==================== iob_cache_fe_arbiter
**iob_cache_fe_arbiter: port wiring**

(4 px per um)
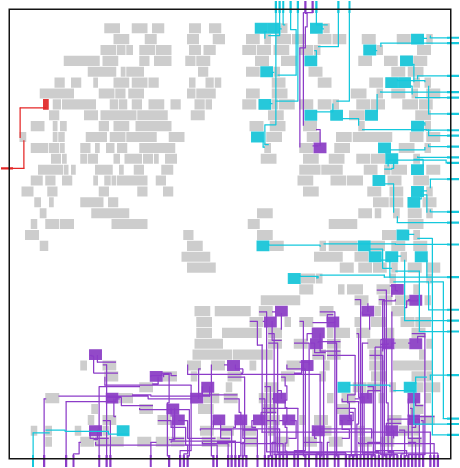

### config.mk
export PLATFORM = sky130hd
export DESIGN_NAME = iob_cache_fe_arbiter
export DESIGN_NICKNAME = d
export VERILOG_FILES = /design/src/rtl/iob_cache_fe_arbiter.sv
export SDC_FILE = /design/constraint.sdc
export NUM_CORES = 1
export LEC_CHECK = 0
export CAP_MARGIN = 10
export CORE_AREA = 2 2 108 110
export CTS_CLUSTER_SIZE = 10
export DETAILED_ROUTE_END_ITERATION = 12
export DIE_AREA = 0 0 110 112
export GPL_ROUTABILITY_DRIVEN = 0
export HOLD_SLACK_MARGIN = 0.08
export PLACE_DENSITY_LB_ADDON = 0.15
export SETUP_SLACK_MARGIN = 0.5
export SKIP_LAST_GASP = 1
export SYNTH_ARGS = -nofsm -noshare
export SYNTH_HDL_FRONTEND = slang
export SYNTH_SLANG_ARGS = --single-unit
### constraint.sdc
create_clock -name clk_i -period 2.2 [get_ports clk_i]
set_input_delay 0.44 -clock clk_i [delete_from_list [all_inputs] [get_ports clk_i]]
set_output_delay 0.44 -clock clk_i [all_outputs]
set_load 0.005 [all_outputs]
### src/rtl/iob_cache_fe_arbiter.sv
// iob_cache_fe_arbiter: shares one cache front-end port among N_REQ requesters, one transaction at a time.
// Define IOB_CACHE_FE_ARB_RR_EN for round-robin priority; default build uses fixed priority (lowest index wins).
module iob_cache_fe_arbiter #(
  parameter  int unsigned N_REQ  = 2,
  parameter  int unsigned ADDR_W = 32,
  parameter  int unsigned DATA_W = 32,
  localparam int unsigned STRB_W = DATA_W / 8
) (
  input  logic                      clk_i,
  input  logic                      rst_i,
  input  logic [N_REQ-1:0]          s_avalid_i,
  input  logic [N_REQ*ADDR_W-1:0]   s_addr_i,
  input  logic [N_REQ*DATA_W-1:0]   s_wdata_i,
  input  logic [N_REQ*STRB_W-1:0]   s_wstrb_i,
  output logic [N_REQ-1:0]          s_ready_o,
  output logic [N_REQ-1:0]          s_rvalid_o,
  output logic [DATA_W-1:0]         s_rdata_o,
  output logic                      m_avalid_o,
  output logic [ADDR_W-1:0]         m_addr_o,
  output logic [DATA_W-1:0]         m_wdata_o,
  output logic [STRB_W-1:0]         m_wstrb_o,
  input  logic                      m_ready_i,
  input  logic                      m_rvalid_i,
  input  logic [DATA_W-1:0]         m_rdata_i,
  output logic [N_REQ-1:0]          grant_o,
  output logic                      busy_o
);

  typedef enum logic [1:0] {
    IDLE   = 2'd0,
    REQ    = 2'd1,
    WAIT_R = 2'd2
  } state_t;

  state_t state, state_nxt;

  logic [N_REQ-1:0]  winner;
  logic              own_avalid;
  logic              own_write;
  logic              accept;
  logic [ADDR_W-1:0] own_addr;
  logic [DATA_W-1:0] own_wdata;
  logic [STRB_W-1:0] own_wstrb;

  // AND-OR mux of the owner's request slice, chained over requesters
  logic [ADDR_W-1:0] addr_acc  [N_REQ+1];
  logic [DATA_W-1:0] wdata_acc [N_REQ+1];
  logic [STRB_W-1:0] wstrb_acc [N_REQ+1];

  assign addr_acc[0]  = '0;
  assign wdata_acc[0] = '0;
  assign wstrb_acc[0] = '0;

  for (genvar i = 0; i < N_REQ; i++) begin : g_mux
    assign addr_acc[i+1]  = addr_acc[i]  | (s_addr_i[i*ADDR_W +: ADDR_W]  & {ADDR_W{grant_o[i]}});
    assign wdata_acc[i+1] = wdata_acc[i] | (s_wdata_i[i*DATA_W +: DATA_W] & {DATA_W{grant_o[i]}});
    assign wstrb_acc[i+1] = wstrb_acc[i] | (s_wstrb_i[i*STRB_W +: STRB_W] & {STRB_W{grant_o[i]}});
  end

  assign own_addr   = addr_acc[N_REQ];
  assign own_wdata  = wdata_acc[N_REQ];
  assign own_wstrb  = wstrb_acc[N_REQ];
  assign own_avalid = |(s_avalid_i & grant_o);
  assign own_write  = |own_wstrb;
  assign accept     = (state == REQ) && own_avalid && m_ready_i;

`ifdef IOB_CACHE_FE_ARB_RR_EN
  // prio is one-hot on the highest-priority requester; search upward from it, then wrap
  logic [N_REQ-1:0] prio;
  logic [N_REQ-1:0] req_hi;
  logic [N_REQ-1:0] pick_hi;
  logic [N_REQ-1:0] pick_all;
  logic             done;

  assign req_hi   = s_avalid_i & ~(prio - N_REQ'(1));
  assign pick_hi  = req_hi & (~req_hi + N_REQ'(1));
  assign pick_all = s_avalid_i & (~s_avalid_i + N_REQ'(1));
  assign winner   = (|req_hi) ? pick_hi : pick_all;

  assign done = (accept && (own_write || m_rvalid_i)) ||
                ((state == WAIT_R) && m_rvalid_i);

  always_ff @(posedge clk_i) begin
    if (rst_i) begin
      prio <= N_REQ'(1);
    end else if (done) begin
      prio <= {grant_o[N_REQ-2:0], grant_o[N_REQ-1]};
    end
  end
`else
  assign winner = s_avalid_i & (~s_avalid_i + N_REQ'(1));
`endif

  // State register
  always_ff @(posedge clk_i) begin
    if (rst_i) begin
      state <= IDLE;
    end else begin
      state <= state_nxt;
    end
  end

  // Next-state logic
  always_comb begin
    state_nxt = state;
    case (state)
      IDLE: begin
        if (|s_avalid_i) state_nxt = REQ;
      end
      REQ: begin
        if (!own_avalid) begin
          state_nxt = IDLE;
        end else if (m_ready_i) begin
          state_nxt = (own_write || m_rvalid_i) ? IDLE : WAIT_R;
        end
      end
      WAIT_R: begin
        if (m_rvalid_i) state_nxt = IDLE;
      end
      default: state_nxt = IDLE;
    endcase
  end

  // Owner is latched on leaving IDLE and held until the transaction ends
  always_ff @(posedge clk_i) begin
    if (rst_i) begin
      grant_o <= '0;
    end else if (state == IDLE) begin
      grant_o <= winner;
    end else if (state_nxt == IDLE) begin
      grant_o <= '0;
    end
  end

  // Output logic
  always_comb begin
    m_avalid_o = 1'b0;
    m_addr_o   = '0;
    m_wdata_o  = '0;
    m_wstrb_o  = '0;
    s_ready_o  = '0;
    s_rvalid_o = '0;
    case (state)
      REQ: begin
        m_avalid_o = own_avalid;
        m_addr_o   = own_addr;
        m_wdata_o  = own_wdata;
        m_wstrb_o  = own_wstrb;
        s_ready_o  = grant_o & {N_REQ{m_ready_i}};
        s_rvalid_o = grant_o & {N_REQ{accept && !own_write && m_rvalid_i}};
      end
      WAIT_R: begin
        s_rvalid_o = grant_o & {N_REQ{m_rvalid_i}};
      end
      default: ;
    endcase
  end

  assign s_rdata_o = m_rdata_i;
  assign busy_o    = (state != IDLE);

endmodule

==================== load_store_unit
**config.mk**
```make
export PLATFORM = sky130hd
export DESIGN_NAME = load_store_unit
export DESIGN_NICKNAME = d
export VERILOG_FILES = /design/src/rtl/load_store_unit.sv
export SDC_FILE = /design/constraint.sdc
export NUM_CORES = 1
export LEC_CHECK = 0
export CORE_AREA = 3 3 129 131
export CTS_BUF_LIST = sky130_fd_sc_hd__clkbuf_2
export DETAILED_ROUTE_END_ITERATION = 10
export DIE_AREA = 0 0 132 134
export GPL_TIMING_DRIVEN = 0
export PLACE_DENSITY = 0.93
export SLEW_MARGIN = 0
export SYNTH_ARGS = -nofsm -noshare
export SYNTH_HDL_FRONTEND = slang
export SYNTH_SLANG_ARGS = --single-unit
```
**constraint.sdc**
```tcl
create_clock -name clk -period 2.2 [get_ports clk]
set_input_delay 0.22 -clock clk [delete_from_list [all_inputs] [get_ports clk]]
set_output_delay 0.22 -clock clk [all_outputs]
set_load 0.01 [all_outputs]
```
**src/rtl/load_store_unit.sv**
```systemverilog
// load_store_unit: single-outstanding load/store engine over a 256x64 registered-read memory,
// with byte-masked stores done as read-modify-write.
module load_store_unit (
  input  logic        clk,
  input  logic        rst,
  input  logic        req_valid,
  output logic        req_ready,
  input  logic        req_write,
  input  logic [7:0]  req_addr,
  input  logic [63:0] req_wdata,
  input  logic [7:0]  req_mask,
  output logic        resp_valid,
  input  logic        resp_ready,
  output logic [63:0] resp_rdata,
  output logic        resp_write,
  output logic [7:0]  mem_addr,
  output logic [63:0] mem_write_data,
  output logic        mem_write_enable,
  input  logic [63:0] mem_read_data
);
  typedef enum logic [2:0] {IDLE, WRITE, READ, DATA, RESP} state_t;
  state_t state, state_nx;
  logic        l_write;
  logic [7:0]  l_addr, l_mask, held_addr;
  logic [63:0] l_wdata, merged;
  logic        accept, busy, rmw;
  assign accept     = req_valid && req_ready;
  assign busy       = state == WRITE || state == READ || state == DATA;
  assign rmw        = state == DATA && l_write;
  assign req_ready  = state == IDLE;
  assign resp_valid = state == RESP;
  assign resp_write = l_write;
  // byte k occupies the k-th byte counting from the most significant end
  for (genvar k = 0; k < 8; k++) begin : g_merge
    assign merged[63-8*k -: 8] = l_mask[k] ? l_wdata[63-8*k -: 8] : mem_read_data[63-8*k -: 8];
  end
  always_comb begin
    state_nx         = state;
    mem_write_enable = state == WRITE || rmw;
    mem_write_data   = state == WRITE ? l_wdata : rmw ? merged : '0;
    mem_addr         = busy ? l_addr : held_addr;
    case (state)
      IDLE:  if (req_valid) state_nx = !req_write ? READ :
                                       req_mask == 8'hFF ? WRITE :
                                       req_mask == 8'h00 ? RESP : READ;
      WRITE: state_nx = RESP;
      READ:  state_nx = DATA;
      DATA:  state_nx = RESP;
      RESP:  if (resp_ready) state_nx = IDLE;
      default: state_nx = IDLE;
    endcase
  end
  always_ff @(posedge clk or negedge rst) begin
    if (!rst) begin
      state      <= IDLE;
      l_write    <= 1'b0;
      l_addr     <= '0;
      l_wdata    <= '0;
      l_mask     <= '0;
      held_addr  <= '0;
      resp_rdata <= '0;
    end else begin
      state <= state_nx;
      if (accept) begin
        l_write <= req_write;
        l_addr  <= req_addr;
        l_wdata <= req_wdata;
        l_mask  <= req_mask;
      end
      if (busy) held_addr <= l_addr;
      if (state == DATA) resp_rdata <= mem_read_data;
    end
  end
endmodule

```
==================== dfflr_pipe
$ cat config.mk
export PLATFORM = sky130hd
export DESIGN_NAME = dfflr_pipe
export DESIGN_NICKNAME = d
export VERILOG_FILES = /design/src/rtl/dfflr_pipe_pkg.sv /design/src/rtl/dfflr_pipe_stage.sv /design/src/rtl/dfflr_pipe.sv
export SDC_FILE = /design/constraint.sdc
export NUM_CORES = 1
export LEC_CHECK = 0
export ABC_AREA = 1
export CAP_MARGIN = 10
export CELL_PAD_IN_SITES_DETAIL_PLACEMENT = 1
export CELL_PAD_IN_SITES_GLOBAL_PLACEMENT = 2
export CORE_UTILIZATION = 23
export CTS_CLUSTER_SIZE = 14
export DETAILED_ROUTE_END_ITERATION = 8
export GPL_TIMING_DRIVEN = 0
export PLACE_DENSITY = 0.83
export SLEW_MARGIN = 10
export SYNTH_ARGS = -nofsm -noshare
export SYNTH_HDL_FRONTEND = slang
export SYNTH_HIERARCHICAL = 1
export SYNTH_SLANG_ARGS = --single-unit
$ cat constraint.sdc
create_clock -name clk -period 1.2 [get_ports clk]
set_input_delay 0.24 -clock clk [delete_from_list [all_inputs] [get_ports clk]]
set_output_delay 0.24 -clock clk [all_outputs]
set_load 0.005 [all_outputs]
$ cat src/rtl/dfflr_pipe_pkg.sv
// rtl/dfflr_pipe_pkg.sv - shared sizing helper for the elastic pipeline register
//
// Purpose : holds the width rule for the occupancy counter so the top and any
//           wrapper agree on it.
// Ports   : none (package).

package dfflr_pipe_pkg;

  // Width needed to count 0..depth inclusive; never narrower than one bit.
  function automatic int occ_width(input int depth);
    return (depth < 1) ? 1 : $clog2(depth + 1);
  endfunction

endpackage

$ cat src/rtl/dfflr_pipe_stage.sv
// rtl/dfflr_pipe_stage.sv - one valid/ready stage: valid flop plus load-enabled data register
//
// Purpose : a single elastic register slice. Accepts a word whenever it is empty
//           or its own word is leaving downstream in the same cycle.
// Ports   :
//   clk       in   1    rising-edge clock
//   rst_n     in   1    asynchronous reset, active low
//   flush     in   1    synchronous clear of the valid bit, blocks loading
//   up_valid  in   1    upstream word valid
//   up_data   in   DW   upstream word
//   up_ready  out  1    stage can take up_data this cycle (combinational)
//   dn_valid  out  1    stage holds a valid word
//   dn_data   out  DW   held word
//   dn_ready  in   1    downstream takes dn_data this cycle

module dfflr_pipe_stage
  import dfflr_pipe_pkg::*;
#(
  parameter int unsigned          DW      = 8,
  parameter logic [DW-1:0]        RST_VAL = '0
) (
  input  logic          clk,
  input  logic          rst_n,
  input  logic          flush,
  input  logic          up_valid,
  input  logic [DW-1:0] up_data,
  output logic          up_ready,
  output logic          dn_valid,
  output logic [DW-1:0] dn_data,
  input  logic          dn_ready
);

  logic          r_valid;
  logic [DW-1:0] r_data;
  logic          w_advance;
  logic          w_load;

  // Room exists if empty, or if the current word leaves on this same edge.
  assign up_ready  = ~r_valid | dn_ready;

  // flush overrides any movement; the valid bit just follows upstream otherwise.
  assign w_advance = up_ready & ~flush;
  assign w_load    = w_advance & up_valid;

  always_ff @(posedge clk or negedge rst_n) begin
    if (!rst_n) begin
      r_valid <= 1'b0;
    end else if (flush) begin
      r_valid <= 1'b0;
    end else if (w_advance) begin
      r_valid <= up_valid;
    end
  end

  // Data only moves on a real load, so bubbles and flushes leave it untouched.
  always_ff @(posedge clk or negedge rst_n) begin
    if (!rst_n) begin
      r_data <= RST_VAL;
    end else if (w_load) begin
      r_data <= up_data;
    end
  end

  assign dn_valid = r_valid;
  assign dn_data  = r_data;

endmodule

$ cat src/rtl/dfflr_pipe.sv
// rtl/dfflr_pipe.sv - DEPTH-stage elastic pipeline register with flush and occupancy
//
// Purpose : retimes a DW-bit datapath through DEPTH register stages without
//           breaking back-pressure. Bubbles collapse under stall, full
//           throughput when out_ready is held high.
// Ports   :
//   clk        in   1                rising-edge clock
//   rst_n      in   1                asynchronous reset, active low
//   flush      in   1                synchronous clear of all valid bits
//   in_valid   in   1                upstream data valid
//   in_ready   out  1                pipeline accepts in_data this cycle
//   in_data    in   DW               upstream data
//   out_valid  out  1                last stage holds valid data
//   out_ready  in   1                downstream accepts out_data this cycle
//   out_data   out  DW               last stage data
//   occupancy  out  occ_width(DEPTH) number of valid stages, 0..DEPTH

module dfflr_pipe
  import dfflr_pipe_pkg::*;
#(
  parameter int unsigned   DW      = 8,
  parameter int unsigned   DEPTH   = 2,
  parameter logic [DW-1:0] RST_VAL = '0
) (
  input  logic                           clk,
  input  logic                           rst_n,
  input  logic                           flush,
  input  logic                           in_valid,
  output logic                           in_ready,
  input  logic [DW-1:0]                  in_data,
  output logic                           out_valid,
  input  logic                           out_ready,
  output logic [DW-1:0]                  out_data,
  output logic [occ_width(DEPTH)-1:0]    occupancy
);

  localparam int OCC_W = occ_width(DEPTH);

  // Index k is the link feeding stage k; index DEPTH is the output port.
  logic [DEPTH:0]  w_valid;
  logic [DW-1:0]   w_data  [DEPTH+1];
  logic            w_ready [DEPTH+1];
  logic [OCC_W-1:0] w_occ;

  assign w_valid[0]     = in_valid;
  assign w_data[0]      = in_data;
  assign w_ready[DEPTH] = out_ready;

  for (genvar k = 0; k < DEPTH; k++) begin : g_stage
    dfflr_pipe_stage #(
      .DW      (DW),
      .RST_VAL (RST_VAL)
    ) u_stage (
      .clk      (clk),
      .rst_n    (rst_n),
      .flush    (flush),
      .up_valid (w_valid[k]),
      .up_data  (w_data[k]),
      .up_ready (w_ready[k]),
      .dn_valid (w_valid[k+1]),
      .dn_data  (w_data[k+1]),
      .dn_ready (w_ready[k+1])
    );
  end

  // Stage 0 already refuses to load under flush; masking here keeps the
  // upstream handshake honest so the sender does not count a dropped word.
  assign in_ready  = w_ready[0] & ~flush;
  assign out_valid = w_valid[DEPTH];
  assign out_data  = w_data[DEPTH];

  always_comb begin
    w_occ = '0;
    for (int k = 1; k <= DEPTH; k++) begin
      w_occ = w_occ + OCC_W'(w_valid[k]);
    end
  end

  assign occupancy = w_occ;

endmodule
**iob_cache_fe_arbiter: clock wiring as the flow saved it**

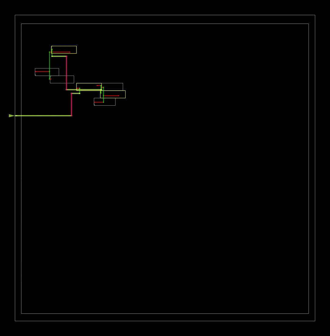
worst setup skew after layout: 0.00128 ns
clkbuf count: 3
count of flip-flops and latches: 4

About 'port wiring' of iob_cache_fe_arbiter:
m_addr_o: in cyan, bits 32, direction output, end cells 32, buffers 32, wire 737 um. s_wdata_i: in purple, bits 64, direction input, end cells 32, buffers 64, wire 2050 um. m_avalid_o: in red, bits 1, direction output, end cells 1, buffers 1, wire 23.9 um.
number of buffers added on ports: 217
number of placed I/O pins: 282

==> highlights.md, iob_cache_fe_arbiter <==
## Floorplanning
* 11.7% — fraction of the core area occupied by cells at floorplan

## Worst setup path
* grant_o[0] — Critical R2R Capture
* 10 — count of cell instances traversed by the critical path
* 0.32 ns — Largest stage delay, worst path
* sky130_fd_sc_hd__buf_6 — Worst path most repeated cell
* 8 — sum of buffers and inverters on the critical path
* state[1] — Worst R2R Start
* 1.76 ns — required time of the critical path

## Clocking
* 47 — number of setup buffers added after CTS
* sky130_fd_sc_hd__clkbuf_16 — root cell of the clock tree

## Final layout
* 612 — nets@finish
* 38.4% — final core occ
* 1 — Inserted Diodes
* 229% — layout overhead on the synthesized area
* 1.75% — ClkCell Share
* 110 — count of multi-input gates

## Routing
* 1160 um — total met3 wirelength after detailed routing
* 4 — iteration count of the initial detailed-routing pass
* 3950 um — met1 layer wirelength in the final routing
* 98 — DRC marker count from the first detailed-route iteration
* met4 — highest routing layer actually used

## Synth
* 1310 um^2 — post-synthesis chip area from yosys
* 0 — Yosys warnings
* sky130_fd_sc_hd__dfxtp_1 — dominant synthesized flop cell
* 64 x sky130_fd_sc_hd__a22o_1, 32 x sky130_fd_sc_hd__buf_4, 9 x sky130_fd_sc_hd__buf_2, 7 x sky130_fd_sc_hd__clkbuf_1, 7 x sky130_fd_sc_hd__inv_1 — most frequent cells after synthesis
* 0% — area fraction in xor and xnor cells
* 7.68 um^2 — Syn Area/Cell
* 1310 um^2 — synthesized area

## Global routing
* 5.27% — met3 track demand over resource in global routing
* 0 — total gr overflow
* 2357 — number of global-route vias before repair

## Outcome
* completed — status

## Placement
* 509 — DP Cell Count

## Hold path
* flip-flop to flip-flop — path type of the worst min-delay path

## STA
* yes — setup repair after global routing missed its margin

## Power
* 0.809 mW — internal power
* 0.720 mW — Comb group

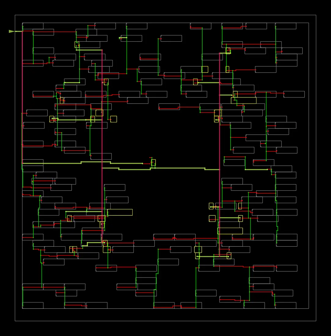
**Above:** load_store_unit (clock wiring as the flow saved it).
clkbuf count: 17
Worst-Skew Late Latency: 0.75 ns
count of flip-flops and latches: 156
number of buffers added by the clock tree synthesis step: 17

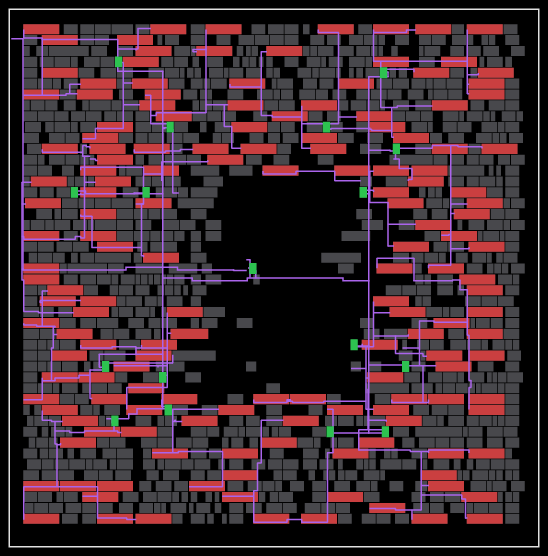
**Above:** load_store_unit (clock wires, drivers and flops).
(4 px per um)
clock wires: in purple, length 2000 um. flip-flops: in red, count 156. cells driving clock nets: in green, count 17.
Position of the flops: widely spread. There are 18 routed clock nets.
clock-net power: 1.73 mW
Clk pwr share: 10.5%

==> highlights.md, load_store_unit <==
## Outcome
* finished, violations left — status
* setup timing — violations in the final reports

## STA
* -0.381 ns — post-layout worst setup margin
* 0 — max-slew violation total from the final report
* 117% — final critical-path share of the clock period
* 0.827 ns — Worst-Margin Slew
* 73 — endpoints failing setup
* 44.9% — Max transition margin

## Final layout
* 43.3% — share of layout cells above drive strength 1
* 33.7% — register share of the cell area
* 3250 um^2 — comb. cell area
* 3 — number of non-clock inverters in the layout

## Worst setup path
* 7 — R2R cell count
* flip-flop — sort of element at the start of the critical path

## Power
* 5.17 mW — Flop+latch power
* 58.3% — combinational cell fraction of total power
* 9.67 mW — Comb group
* 38.4% — fraction of power spent switching nets

## Clocking
* 156 — sinks on the clock net
* 455 — total of cells resized after clock tree synthesis
* 2 — Max Root-Sink Buffers

## Synth
* multiplexers — dominant non-sequential cell family after synthesis
* 5.49% — simple-gate share of the synthesized area
* 30 — Unique masters post-synth
* 578 — number of instances in the synthesized netlist
* 100% — share of flip-flops with an asynchronous set or reset
* 0 — Yosys warnings

## Global routing
* 6750 — number of global-route vias before repair
* 87 — largest net degree at the start of global routing
* 1 — number of antenna violations at the first check in global routing

## Routing
* 13200 um — metal2 WL
* 25300 um — final wirelength

## Floorplanning
* 132 um — Die Width
* 46 — FP Rows
* 289 — number of placed I/O pins
* 15700 um^2 — core area

## Placement
* 16300 um — HPWL reported at the end of detailed placement
* 288 — number of buffers added on ports
* 0.800 — routability congestion estimate from global placement

## Hold path
* req_wdata[50] — Worst Hold Launch

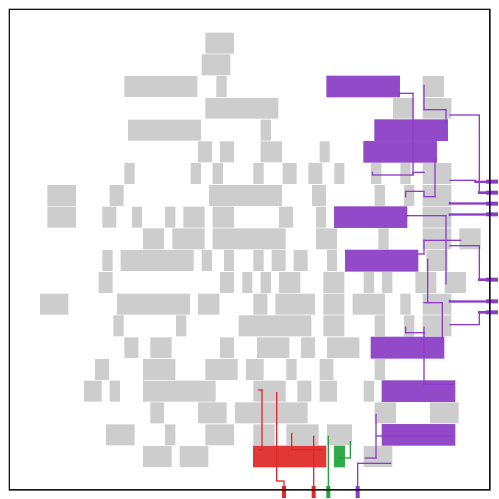
**Above:** dfflr_pipe (port wiring).
(8 px per um)
occupancy: in red, bits 2, direction output, end cells 1, buffers 2, wire 33.1 um. out_ready: in green, bits 1, direction input, end cells 1, buffers 1, wire 9.80 um. out_data: in purple, bits 8, direction output, end cells 8, buffers 8, wire 154 um.
number of buffers added on ports: 24
number of placed I/O pins: 25

==> highlights.md, dfflr_pipe <==
## Synth
* sky130_fd_sc_hd__nand2_1 — library cell with the highest instance count after synthesis
* 32 x sky130_fd_sc_hd__nand2_1, 18 x sky130_fd_sc_hd__dfrtp_1, 16 x sky130_fd_sc_hd__nand3_1, 3 x sky130_fd_sc_hd__inv_1 — most frequent cells after synthesis
* 0% — mux cell area share after synthesis
* 18 — Seq cells post-synth
* sky130_fd_sc_hd__dfrtp_1 — dominant synthesized flop cell
* 0 — Post-synth EDFFs
* 58.4% — portion of the post-synthesis area used by sequential elements
* 100% — share of flip-flops with an asynchronous set or reset
* 1.62% — Synth Area in Adders
* 83 — number of instances in the synthesized netlist

## Global routing
* 3290 um — first-pass GRT wire length
* 746 — number of global-route vias before repair
* 0 — number of antenna violations at the first check in global routing

## STA
* 0.811 ns — Worst-Margin Slew
* -0.226 ns — post-layout worst setup margin
* 3 — endpoints failing setup
* 119% — final critical-path share of the clock period
* 701 MHz — Max Fclk
* 45.8% — Max transition margin
* yes — setup repair after global routing missed its margin

## Final layout
* 5 — number of non-clock inverters in the layout
* 29.4% — share of layout cells above drive strength 1
* 32 x sky130_fd_sc_hd__nand2_1, 18 x sky130_fd_sc_hd__dfrtp_1, 16 x sky130_fd_sc_hd__nand3_1, 16 x sky130_fd_sc_hd__buf_4, 11 x sky130_fd_sc_hd__clkdlybuf4s50_1 — Top Layout Cells
* sky130_fd_sc_hd__nand2_1 — most used logic cell in the final layout
* 39.3% — final core occ
* 24.7% — Comb area share
* 18 — count of flip-flops and latches

## Worst setup path
* 1.19 ns — CP arrival
* g_stage[1].u_stage/dn_valid — timing startpoint of the critical path
* 0.04 ns — reg-to-reg slack, setup
* g_stage[1].u_stage/dn_valid — Worst R2R Start
* flip-flops — largest delay contributor family on the critical path
* 2 — sum of buffers and inverters on the critical path
* 0.42 ns — Largest stage delay, worst path
* g_stage[1].u_stage/dn_data[0] — Critical R2R Capture
* sky130_fd_sc_hd__dfrtp_1 — Slowest cell on crit path

## Power
* 26.6% — fraction of power spent switching nets
* 1240 nW/um^2 — power per standard cell area
* 0.756 mW — Flop+latch power
* sequential cells — biggest power consumer among the groups

## Outcome
* setup timing — violations in the final reports
* finished, violations left — status

## Placement
* -0.924 ns — setup slack at placement

## Routing
* 11 — DRC marker count from the first detailed-route iteration
* 3 — iteration count of the initial detailed-routing pass

## Clocking
* 2 — Max Root-Sink Buffers
* 1 — number of levels in the clock H-tree

## Floorplanning
* 59.9 um — Die Width
* 20 — FP Rows
* 59.9 um — die extent in y


## Gallery

Metal 3.
Plate I
(6 px per um)
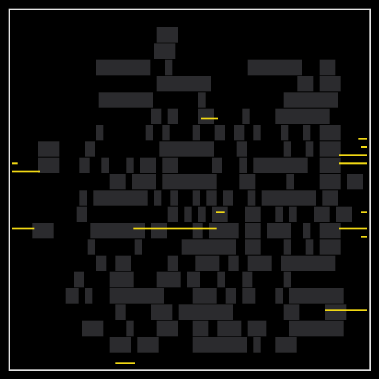
Plate II
(3 px per um)
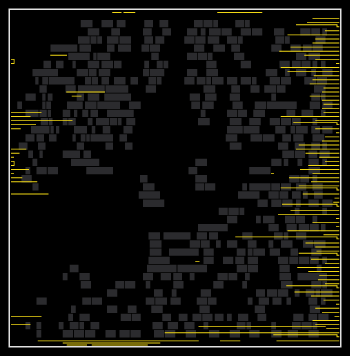
Plate III
(3 px per um)
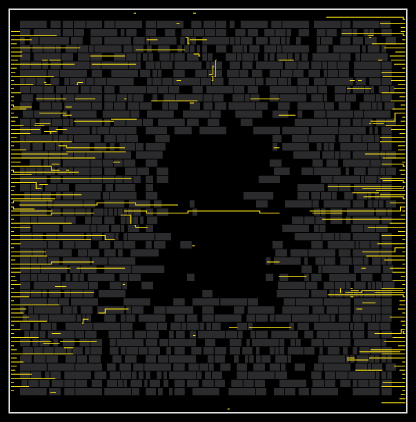
For dfflr_pipe, see Plate I.
For load_store_unit, see Plate III.
For iob_cache_fe_arbiter, see Plate II.


==================== instr_sequencer
File: src/rtl/proc_pkg.sv
// Shared processor constants: instruction field positions, FN opcodes,
// sequencer state type and T step encodings used by the sequencer and controller.
package proc_pkg;

  localparam int WORD_W  = 10;
  localparam int IMM_BIT = 9;
  localparam int SUB_BIT = 8;
  localparam int RX_HI   = 7;
  localparam int RX_LO   = 6;
  localparam int RY_HI   = 5;
  localparam int RY_LO   = 4;
  localparam int FN_HI   = 3;
  localparam int FN_LO   = 0;

  localparam logic [3:0] FN_LOAD = 4'b0000;
  localparam logic [3:0] FN_COPY = 4'b0001;
  localparam logic [3:0] FN_ADD  = 4'b0010;
  localparam logic [3:0] FN_SUB  = 4'b0011;
  localparam logic [3:0] FN_INV  = 4'b0100;
  localparam logic [3:0] FN_FLP  = 4'b0101;
  localparam logic [3:0] FN_AND  = 4'b0110;
  localparam logic [3:0] FN_OR   = 4'b0111;
  localparam logic [3:0] FN_XOR  = 4'b1000;
  localparam logic [3:0] FN_LSL  = 4'b1001;
  localparam logic [3:0] FN_LSR  = 4'b1010;
  localparam logic [3:0] FN_ASR  = 4'b1011;

  typedef enum logic [1:0] {
    IDLE,
    ISSUE,
    EXEC
  } seq_state_t;

  localparam logic [1:0] T_0 = 2'd0;
  localparam logic [1:0] T_1 = 2'd1;
  localparam logic [1:0] T_2 = 2'd2;
  localparam logic [1:0] T_3 = 2'd3;

  // A LOAD is the only two-word instruction: register form with FN=LOAD.
  function automatic logic is_load(input logic [WORD_W-1:0] w);
    return !w[IMM_BIT] && (w[FN_HI:FN_LO] == FN_LOAD);
  endfunction

endpackage

File: src/rtl/sync_fifo.sv
// Single-clock FIFO with registered occupancy; exposes the head and the word
// behind it so the sequencer can look ahead across a pop.
module sync_fifo #(
  parameter int DW    = 10,
  parameter int DEPTH = 8,
  parameter int CW    = $clog2(DEPTH + 1)
) (
  input  logic          clk,
  input  logic          rst_n,
  input  logic          i_push,
  input  logic [DW-1:0] i_wdata,
  input  logic          i_pop,
  output logic [DW-1:0] o_head,
  output logic [DW-1:0] o_second,
  output logic [CW-1:0] o_count,
  output logic          o_full
);

  localparam int AW = $clog2(DEPTH);

  logic [DW-1:0] r_mem [DEPTH];
  logic [AW-1:0] r_wrPtr;
  logic [AW-1:0] r_rdPtr;
  logic [CW-1:0] r_count;
  logic [AW-1:0] w_rdNext;
  logic          w_push;
  logic          w_pop;

  assign o_full   = (r_count == CW'(DEPTH));
  assign w_push   = i_push && !o_full;
  assign w_pop    = i_pop && (r_count != '0);
  assign w_rdNext = r_rdPtr + AW'(1);
  assign o_head   = r_mem[r_rdPtr];
  assign o_second = r_mem[w_rdNext];
  assign o_count  = r_count;

  always_ff @(posedge clk or negedge rst_n) begin
    if (!rst_n) begin
      r_wrPtr <= '0;
      r_rdPtr <= '0;
      r_count <= '0;
    end else begin
      if (w_push) r_wrPtr <= r_wrPtr + AW'(1);
      if (w_pop)  r_rdPtr <= w_rdNext;
      case ({w_push, w_pop})
        2'b10:   r_count <= r_count + CW'(1);
        2'b01:   r_count <= r_count - CW'(1);
        default: r_count <= r_count;
      endcase
    end
  end

  // Storage needs no reset: the pointers alone define which entries are live.
  always_ff @(posedge clk) begin
    if (w_push) r_mem[r_wrPtr] <= i_wdata;
  end

endmodule

File: src/rtl/instr_sequencer.sv
// Producer side of the controller's INSTR/T/Clr interface: queues host words and
// issues them onto DIN, stepping T until the controller answers with Clr.
module instr_sequencer
  import proc_pkg::*;
#(
  parameter int DW    = 10,
  parameter int DEPTH = 8,
  parameter int CW    = $clog2(DEPTH + 1)
) (
  input  logic          clk,
  input  logic          rst_n,
  input  logic [DW-1:0] din,
  input  logic          din_valid,
  output logic          din_ready,
  input  logic          run,
  input  logic          Clr,
  output logic [DW-1:0] DIN,
  output logic [1:0]    T,
  output logic          issue,
  output logic          busy,
  output logic          instr_done,
  output logic [CW-1:0] count,
  output logic          proto_err
);

  seq_state_t    r_state;
  seq_state_t    w_nextState;
  logic [1:0]    r_t;
  logic [1:0]    w_nextT;
  logic [DW-1:0] r_din;
  logic [DW-1:0] w_nextDin;
  logic          r_curLoad;
  logic          w_nextCurLoad;
  logic          r_proto;
  logic          w_setProto;

  logic          w_push;
  logic          w_pop;
  logic          w_full;
  logic [DW-1:0] w_head;
  logic [DW-1:0] w_second;
  logic [CW-1:0] w_count;
  logic [CW-1:0] w_cntAfterPop;
  logic [CW-1:0] w_cntNext;
  logic [DW-1:0] w_headNext;
  logic          w_start;

  sync_fifo #(
    .DW    (DW),
    .DEPTH (DEPTH),
    .CW    (CW)
  ) u_fifo (
    .clk      (clk),
    .rst_n    (rst_n),
    .i_push   (w_push),
    .i_wdata  (din),
    .i_pop    (w_pop),
    .o_head   (w_head),
    .o_second (w_second),
    .o_count  (w_count),
    .o_full   (w_full)
  );

  assign din_ready = rst_n && !w_full;
  assign w_push    = din_valid && din_ready;
  assign w_pop     = (r_state == ISSUE) || ((r_state == EXEC) && (r_t == T_1) && r_curLoad);

  // Start decision looks at the FIFO as it will be after this edge's pop and push,
  // so a freshly pushed word or the next queued word can issue without a bubble.
  always_comb begin
    w_cntAfterPop = w_count - CW'(w_pop);
    w_cntNext     = w_cntAfterPop + CW'(w_push);
    if (w_cntAfterPop == '0)
      w_headNext = din;
    else if (w_pop)
      w_headNext = w_second;
    else
      w_headNext = w_head;
    w_start = run && ((w_cntNext >= CW'(2)) ||
                      ((w_cntNext == CW'(1)) && !is_load(w_headNext)));
  end

  always_comb begin
    w_nextState   = r_state;
    w_nextT       = r_t;
    w_nextDin     = r_din;
    w_nextCurLoad = r_curLoad;
    w_setProto    = 1'b0;
    issue         = 1'b0;
    instr_done    = 1'b0;
    DIN           = r_din;
    unique case (r_state)
      IDLE: begin
        if (w_start) w_nextState = ISSUE;
      end
      ISSUE: begin
        issue         = 1'b1;
        DIN           = w_head;
        w_nextDin     = w_head;
        w_nextCurLoad = is_load(w_head);
        w_nextT       = T_1;
        w_nextState   = EXEC;
      end
      EXEC: begin
        if ((r_t == T_1) && r_curLoad) begin
          DIN       = w_head;
          w_nextDin = w_head;
        end
        if (Clr || (r_t == T_3)) begin
          instr_done  = 1'b1;
          w_setProto  = !Clr;
          w_nextT     = T_0;
          w_nextState = w_start ? ISSUE : IDLE;
        end else begin
          w_nextT = r_t + 2'd1;
        end
      end
      default: w_nextState = IDLE;
    endcase
  end

  always_ff @(posedge clk or negedge rst_n) begin
    if (!rst_n) begin
      r_state   <= IDLE;
      r_t       <= T_0;
      r_din     <= '0;
      r_curLoad <= 1'b0;
      r_proto   <= 1'b0;
    end else begin
      r_state   <= w_nextState;
      r_t       <= w_nextT;
      r_din     <= w_nextDin;
      r_curLoad <= w_nextCurLoad;
      r_proto   <= r_proto | w_setProto;
    end
  end

  assign T         = r_t;
  assign busy      = (r_state != IDLE);
  assign count     = w_count;
  assign proto_err = r_proto;

endmodule

File: config.mk
export PLATFORM = sky130hd
export DESIGN_NAME = instr_sequencer
export DESIGN_NICKNAME = d
export VERILOG_FILES = /design/src/rtl/proc_pkg.sv /design/src/rtl/sync_fifo.sv /design/src/rtl/instr_sequencer.sv
export SDC_FILE = /design/constraint.sdc
export NUM_CORES = 1
export LEC_CHECK = 0
export CAP_MARGIN = 20
export CORE_ASPECT_RATIO = 1.75
export CORE_MARGIN = 10
export CORE_UTILIZATION = 59
export DETAILED_ROUTE_END_ITERATION = 12
export PLACE_DENSITY = 0.8
export SYNTH_ARGS = -nofsm -noshare
export SYNTH_HDL_FRONTEND = slang
export SYNTH_HIERARCHICAL = 1
export SYNTH_SLANG_ARGS = --single-unit
File: constraint.sdc
create_clock -name clk -period 3.2 [get_ports clk]
set_input_delay 0.64 -clock clk [delete_from_list [all_inputs] [get_ports clk]]
set_output_delay 0.64 -clock clk [all_outputs]
set_load 0.02 [all_outputs]
==================== control_sequencer
## config.mk

```make
export PLATFORM = sky130hd
export DESIGN_NAME = control_sequencer
export DESIGN_NICKNAME = d
export VERILOG_FILES = /design/src/rtl/control_sequencer.sv
export SDC_FILE = /design/constraint.sdc
export NUM_CORES = 1
export LEC_CHECK = 0
export CAP_MARGIN = 40
export CORE_MARGIN = 3
export CORE_UTILIZATION = 40
export CTS_CLUSTER_DIAMETER = 80
export DETAILED_ROUTE_END_ITERATION = 8
export PLACE_DENSITY = 0.74
export SYNTH_ARGS = -nofsm -noshare
export SYNTH_HDL_FRONTEND = slang
export SYNTH_SLANG_ARGS = --single-unit
```

## constraint.sdc

```tcl
create_clock -name clk_i -period 4.2 [get_ports clk_i]
set_input_delay 0.42 -clock clk_i [delete_from_list [all_inputs] [get_ports clk_i]]
set_output_delay 0.42 -clock clk_i [all_outputs]
set_load 0.01 [all_outputs]
```

## src/rtl/control_sequencer.sv

```systemverilog
// Microcode sequencer for the 8-bit CPU: a micro-step counter plus a halt bit.
// It decodes the opcode, the ALU flags and the current step into the control word.
module control_sequencer #(
  parameter int STEPS     = 5,
  parameter int EARLY_END = 1
) (
  input  logic       clk_i,
  input  logic       clr_i,
  input  logic [3:0] instr_i,
  input  logic       cf_i,
  input  logic       zf_i,
  output logic [2:0] step_o,
  output logic       hlt_o,
  output logic       mi_o,
  output logic       ri_o,
  output logic       ro_o,
  output logic       io_o,
  output logic       ii_o,
  output logic       ai_o,
  output logic       ao_o,
  output logic       bi_o,
  output logic       oi_o,
  output logic       ce_o,
  output logic       co_o,
  output logic       j_o,
  output logic       su_o,
  output logic       e0_o,
  output logic       fi_o
);

  localparam logic [3:0] OP_NOP = 4'b0000;
  localparam logic [3:0] OP_LDA = 4'b0001;
  localparam logic [3:0] OP_ADD = 4'b0010;
  localparam logic [3:0] OP_SUB = 4'b0011;
  localparam logic [3:0] OP_STA = 4'b0100;
  localparam logic [3:0] OP_LDI = 4'b0101;
  localparam logic [3:0] OP_JMP = 4'b0110;
  localparam logic [3:0] OP_JC  = 4'b0111;
  localparam logic [3:0] OP_JZ  = 4'b1000;
  localparam logic [3:0] OP_OUT = 4'b1110;
  localparam logic [3:0] OP_HLT = 4'b1111;

  localparam logic [2:0] LAST_STEP = 3'(STEPS - 1);

  logic [2:0] step_q, step_d;
  logic       halted_q, halted_d;

  // Last step that carries a non-empty word; undefined opcodes end with the fetch.
  function automatic logic [2:0] last_active(input logic [3:0] op);
    case (op)
      OP_LDA, OP_STA:                             last_active = 3'd3;
      OP_ADD, OP_SUB:                             last_active = 3'd4;
      OP_LDI, OP_JMP, OP_JC, OP_JZ, OP_OUT, OP_HLT: last_active = 3'd2;
      OP_NOP:                                     last_active = 3'd1;
      default:                                    last_active = 3'd1;
    endcase
  endfunction

  always_ff @(posedge clk_i or posedge clr_i) begin
    if (clr_i) begin
      step_q   <= 3'd0;
      halted_q <= 1'b0;
    end else begin
      step_q   <= step_d;
      halted_q <= halted_d;
    end
  end

  // Comparisons use >= so a mid-instruction opcode change can never push STEP past its bound.
  always_comb begin
    step_d   = step_q;
    halted_d = halted_q;
    if (!halted_q) begin
      if (step_q == 3'd2 && instr_i == OP_HLT) begin
        halted_d = 1'b1;
      end else if (step_q >= LAST_STEP) begin
        step_d = 3'd0;
      end else if (EARLY_END != 0 && step_q >= last_active(instr_i)) begin
        step_d = 3'd0;
      end else begin
        step_d = step_q + 3'd1;
      end
    end
  end

  always_comb begin
    step_o = step_q;
    hlt_o  = 1'b0;
    mi_o   = 1'b0;
    ri_o   = 1'b0;
    ro_o   = 1'b0;
    io_o   = 1'b0;
    ii_o   = 1'b0;
    ai_o   = 1'b0;
    ao_o   = 1'b0;
    bi_o   = 1'b0;
    oi_o   = 1'b0;
    ce_o   = 1'b0;
    co_o   = 1'b0;
    j_o    = 1'b0;
    su_o   = 1'b0;
    e0_o   = 1'b1;
    fi_o   = 1'b1;
    // Reset masks the word combinationally so pending controls drop before the edge.
    if (clr_i) begin
      hlt_o = 1'b0;
    end else if (halted_q) begin
      hlt_o = 1'b1;
    end else begin
      case (step_q)
        3'd0: begin
          co_o = 1'b1;
          mi_o = 1'b1;
        end
        3'd1: begin
          ro_o = 1'b1;
          ii_o = 1'b1;
          ce_o = 1'b1;
        end
        3'd2: begin
          case (instr_i)
            OP_LDA, OP_ADD, OP_SUB, OP_STA: begin
              io_o = 1'b1;
              mi_o = 1'b1;
            end
            OP_LDI: begin
              io_o = 1'b1;
              ai_o = 1'b1;
            end
            OP_JMP: begin
              io_o = 1'b1;
              j_o  = 1'b1;
            end
            OP_JC: begin
              io_o = cf_i;
              j_o  = cf_i;
            end
            OP_JZ: begin
              io_o = zf_i;
              j_o  = zf_i;
            end
            OP_OUT: begin
              ao_o = 1'b1;
              oi_o = 1'b1;
            end
            OP_HLT:  hlt_o = 1'b1;
            default: hlt_o = 1'b0;
          endcase
        end
        3'd3: begin
          case (instr_i)
            OP_LDA: begin
              ro_o = 1'b1;
              ai_o = 1'b1;
            end
            OP_ADD, OP_SUB: begin
              ro_o = 1'b1;
              bi_o = 1'b1;
            end
            OP_STA: begin
              ao_o = 1'b1;
              ri_o = 1'b1;
            end
            default: ro_o = 1'b0;
          endcase
        end
        3'd4: begin
          if (instr_i == OP_ADD || instr_i == OP_SUB) begin
            e0_o = 1'b0;
            fi_o = 1'b0;
            ai_o = 1'b1;
            su_o = (instr_i == OP_SUB);
          end
        end
        default: hlt_o = 1'b0;
      endcase
    end
  end

endmodule

```

**instr_sequencer: port wiring**

(3 px per um)
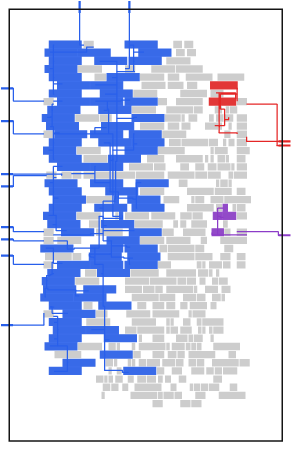
T: in red, bits 2, direction output, end cells 2, buffers 2, wire 93.2 um. din: in blue, bits 10, direction input, end cells 82, buffers 10, wire 761 um. run: in purple, bits 1, direction input, end cells 4, buffers 1, wire 40.7 um.
number of buffers added on ports: 35
number of placed I/O pins: 36

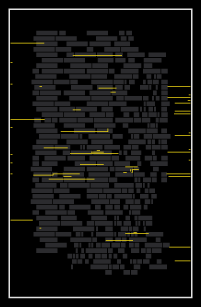
**Above:** instr_sequencer (metal 3).
(2 px per um)
The wires run mostly horizontal. The longest straight run is 24.4 um. 41 nets have wire on it. The layer holds 3.7% of the routed length.
total number of vias: 2866
final wirelength: 9940 um

==> highlights.md, instr_sequencer <==
## Final layout
* 80 x sky130_fd_sc_hd__edfxtp_1, 27 x sky130_fd_sc_hd__mux4_2, 26 x sky130_fd_sc_hd__dfrtp_1 — Top Layout Cells
* 50.9% — register share of the cell area
* 26.9% — share of layout cells above drive strength 1
* 69.7% — final core occ

## Floorplanning
* 90.5 um — Die Width

## Placement
* 7170 um — HPWL reported at the end of detailed placement

## Routing
* 5640 um — metal2 WL
* 5.91 — Via-to-Cell Ratio

## Clocking
* 0 — number of setup buffers added after CTS

## Power
* combinational logic — biggest power consumer among the groups
* 642 uV — Max IR drop VDD

## Worst setup path
* flip-flop to output port — kind of critical path
* u_fifo/r_rdPtr[1] — timing startpoint of the critical path

## Global routing
* 30.6% — GRT met2 Usage

## Synth
* 306 — number of instances in the synthesized netlist

## STA
* 0 — max-slew violation total from the final report

## Hold path
* 1 — hold path depth

## Outcome
* completed — status

## Job
* 0 — Max-cap violations

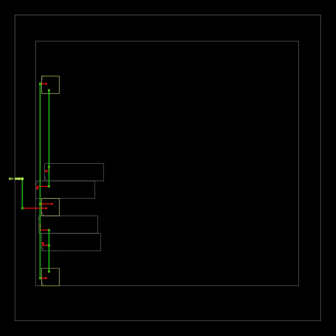
**Above:** control_sequencer (clock wiring as the flow saved it).
number of buffers added by the clock tree synthesis step: 3
clock-net power: 0.0467 mW
count of flip-flops and latches: 4
Worst-Skew Late Latency: 0.23 ns
worst setup skew after layout: 0.00295 ns

==> highlights.md, control_sequencer <==
## Outcome
* completed — status

## Synth
* 692 um^2 — synthesized area
* 14.5% — portion of the post-synthesis area used by sequential elements
* 100% — share of flip-flops with an asynchronous set or reset
* 14.5% — Synth Area in Adders
* 38 — Unique masters post-synth
* 14.5% — Synth top area share
* sky130_fd_sc_hd__dfrtp_1 — leading area contributor after synthesis

## Placement
* 0.837 — routability congestion estimate from global placement

## Floorplanning
* 44.4% — fraction of the core area occupied by cells at floorplan
* 47.6 um — Die Width

## Routing
* 13.2 um — detail-routed net length per standard cell
* 5 — DRC marker count from the first detailed-route iteration

## Clocking
* 0 — number of setup buffers added after CTS
* 0 — total of cells resized after clock tree synthesis

## Final layout
* 122 — Final Non-Filler Cells
* 124 — nets@finish


==================== store_merge_unit
**store_merge_unit: port wiring**

(3 px per um)
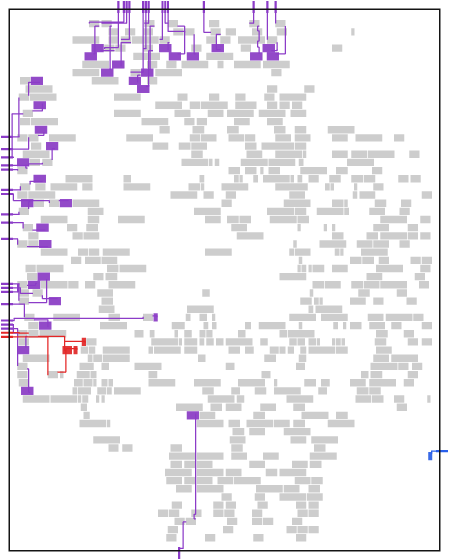
===== config.mk =====
export PLATFORM = sky130hd
export DESIGN_NAME = store_merge_unit
export DESIGN_NICKNAME = d
export VERILOG_FILES = /design/src/rtl/store_merge_unit.sv
export SDC_FILE = /design/constraint.sdc
export NUM_CORES = 1
export LEC_CHECK = 0
export CORE_AREA = 2 2 141 178
export DETAILED_ROUTE_END_ITERATION = 10
export DIE_AREA = 0 0 143 180
export GPL_ROUTABILITY_DRIVEN = 0
export PLACE_DENSITY = 0.45
export SYNTH_ARGS = -nofsm -noshare
export SYNTH_HDL_FRONTEND = slang
export SYNTH_HIERARCHICAL = 1
export SYNTH_SLANG_ARGS = --single-unit

===== constraint.sdc =====
create_clock -name clk -period 4.2 [get_ports clk]
set_input_delay 1.05 -clock clk [delete_from_list [all_inputs] [get_ports clk]]
set_output_delay 1.05 -clock clk [all_outputs]
set_load 0.02 [all_outputs]

===== src/rtl/store_merge_unit.sv =====
`timescale 1ns/1ps
// Store path for sw/sh/sb: word stores write directly, sub-word stores read-modify-write the word.
// Optional macro STORE_ALIGN_CHECK_EN rejects misaligned sh/sw with a one-cycle Misalign pulse.

module store_merge_lane (
    input  logic       be,
    input  logic [7:0] old_byte,
    input  logic [7:0] new_byte,
    output logic [7:0] merged_byte
);
    assign merged_byte = be ? new_byte : old_byte;
endmodule

module store_merge_unit #(
    parameter int RD_LAT = 1
) (
    input  logic        clk,
    input  logic        reset,
    input  logic        Start,
    input  logic [1:0]  StoreType,
    input  logic [31:0] Addr,
    input  logic [31:0] RegData,
    input  logic [31:0] MemDataOut,
    output logic [31:0] MemAddr,
    output logic        MemWR,
    output logic [31:0] MemDataIn,
    output logic        Busy,
    output logic        Done,
    output logic        Misalign
);
    localparam int NUM_LANES = 4;
    localparam int CW        = 2;

    localparam logic [1:0] S_IDLE  = 2'd0;
    localparam logic [1:0] S_READ  = 2'd1;
    localparam logic [1:0] S_WRITE = 2'd2;

    localparam logic [1:0] T_SH = 2'b01;
    localparam logic [1:0] T_SB = 2'b10;

    typedef struct packed {
        logic [1:0]  stype;
        logic [1:0]  lane;
        logic [31:0] data;
    } req_t;

    logic [1:0]    state;
    logic [CW-1:0] cnt;
    req_t          req;

    logic [NUM_LANES-1:0]      be;
    logic [NUM_LANES-1:0][7:0] src;
    logic [NUM_LANES-1:0][7:0] old_w;
    logic [NUM_LANES-1:0][7:0] merged;
    logic                      sub_word;
    logic                      misalign_req;

    // Replicate the store source across lanes so each lane only picks its own byte.
    always_comb begin
        be  = '1;
        src = req.data;
        case (req.stype)
            T_SB: begin
                be  = 4'b0001 << req.lane;
                src = {4{req.data[7:0]}};
            end
            T_SH: begin
                be  = req.lane[1] ? 4'b1100 : 4'b0011;
                src = {2{req.data[15:0]}};
            end
            default: ;
        endcase
    end

    assign old_w = MemDataOut;

    generate
        for (genvar i = 0; i < NUM_LANES; i++) begin : g_lane
            store_merge_lane u_lane (
                .be          (be[i]),
                .old_byte    (old_w[i]),
                .new_byte    (src[i]),
                .merged_byte (merged[i])
            );
        end
    endgenerate

    assign sub_word = (StoreType == T_SH) || (StoreType == T_SB);

`ifdef STORE_ALIGN_CHECK_EN
    // Reserved type behaves as sw, so it needs a word-aligned address too.
    assign misalign_req = (StoreType == T_SH) ? Addr[0] :
                          (StoreType == T_SB) ? 1'b0 : (Addr[1:0] != 2'b00);
`else
    assign misalign_req = 1'b0;
`endif

    always_ff @(posedge clk or posedge reset) begin
        if (reset) begin
            state     <= S_IDLE;
            cnt       <= '0;
            req       <= '0;
            MemAddr   <= '0;
            MemWR     <= 1'b0;
            MemDataIn <= '0;
            Busy      <= 1'b0;
            Done      <= 1'b0;
            Misalign  <= 1'b0;
        end else begin
            MemWR    <= 1'b0;
            Done     <= 1'b0;
            Misalign <= 1'b0;
            case (state)
                S_IDLE: begin
                    if (Start) begin
                        if (misalign_req) begin
                            Done     <= 1'b1;
                            Misalign <= 1'b1;
                        end else begin
                            req     <= '{stype: StoreType, lane: Addr[1:0], data: RegData};
                            MemAddr <= {Addr[31:2], 2'b00};
                            Busy    <= 1'b1;
                            if (sub_word) begin
                                state <= S_READ;
                                cnt   <= CW'(RD_LAT - 1);
                            end else begin
                                state     <= S_WRITE;
                                MemWR     <= 1'b1;
                                MemDataIn <= RegData;
                            end
                        end
                    end
                end
                S_READ: begin
                    if (cnt == '0) begin
                        state     <= S_WRITE;
                        MemWR     <= 1'b1;
                        MemDataIn <= merged;
                    end else begin
                        cnt <= cnt - 1'b1;
                    end
                end
                S_WRITE: begin
                    state <= S_IDLE;
                    Busy  <= 1'b0;
                    Done  <= 1'b1;
                end
                default: state <= S_IDLE;
            endcase
        end
    end
endmodule

==> highlights.md <==
## Outcome
* completed — status

## Worst setup path
* MemDataIn[13] — last element of the critical path
* 4.43 ns — required time of the critical path

## Final layout
* 0 — Inserted Diodes
* 22.2% — final-layout non-clock buffer area share
* 33.9% — Comb area share
* 890 — Final Non-Filler Cells
* 7730 um^2 — Final Instance Area
* 2408 — Filler Cells Inserted
* 32.1% — final core occ

## Global routing
* 21.2% — GRT met2 Usage
* 12.1% — overall routing resource usage

## Routing
* 3727 — total number of vias
* 17.3 um — detail-routed net length per standard cell
* 4.19 — Via-to-Cell Ratio

## STA
* 70.4% — final critical-path share of the clock period
* 20.5% — Max transition margin
* 0 — Final Hold Fails
* 0.0121 ns — worst setup skew after layout
* 0 — max-slew violation total from the final report

## Synth
* 402 — number of instances in the synthesized netlist
* 5460 um^2 — post-synthesis chip area from yosys

## Placement
* 7410 um^2 — Cell Area, Placed

## Hold path
* flip-flop to flip-flop — path type of the worst min-delay path
* req[29] — Worst Hold Launch

## Power
* combinational logic — biggest power consumer among the groups
* 363 uV — Max IR drop VDD

Notes on 'port wiring' of store_merge_unit above:
Addr: in purple, bits 32, direction input, end cells 32, buffers 32, wire 616 um. Misalign: in blue, bits 1, direction output, end cells 1, buffers 0, wire 2.90 um. StoreType: in red, bits 2, direction input, end cells 3, buffers 2, wire 66.2 um.
number of buffers added on ports: 165
number of placed I/O pins: 169



==> notes/layouts.md <==
Pictures saved along the way, in no particular order.

Cells colored by class.
image #1
(6 px per um)
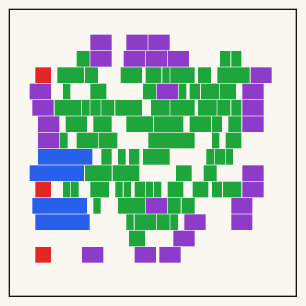
image #2
(4 px per um)
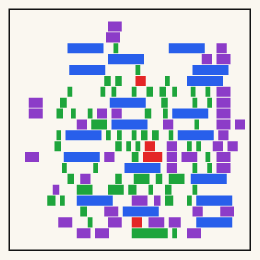
image #3
(1.5 px per um)
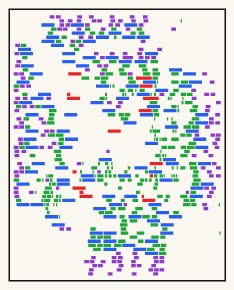
image #4
(2 px per um)
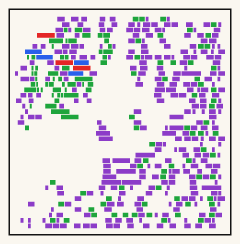
image #5
(2 px per um)
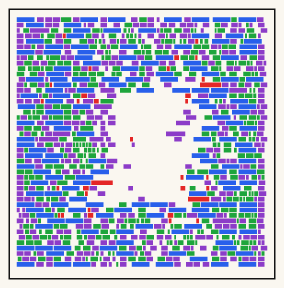
image #6
(2 px per um)
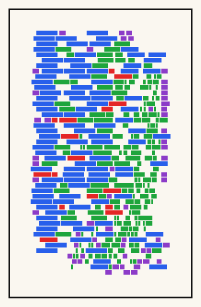
dfflr_pipe is image #2.
control_sequencer is image #1.
load_store_unit is image #5.
store_merge_unit is image #3.
iob_cache_fe_arbiter is image #4.
instr_sequencer is image #6.
The one with the most sequential cells is image #5.
The one with the most cells is image #5.

No activity file was given, so power comes from the tool's default toggle rates.
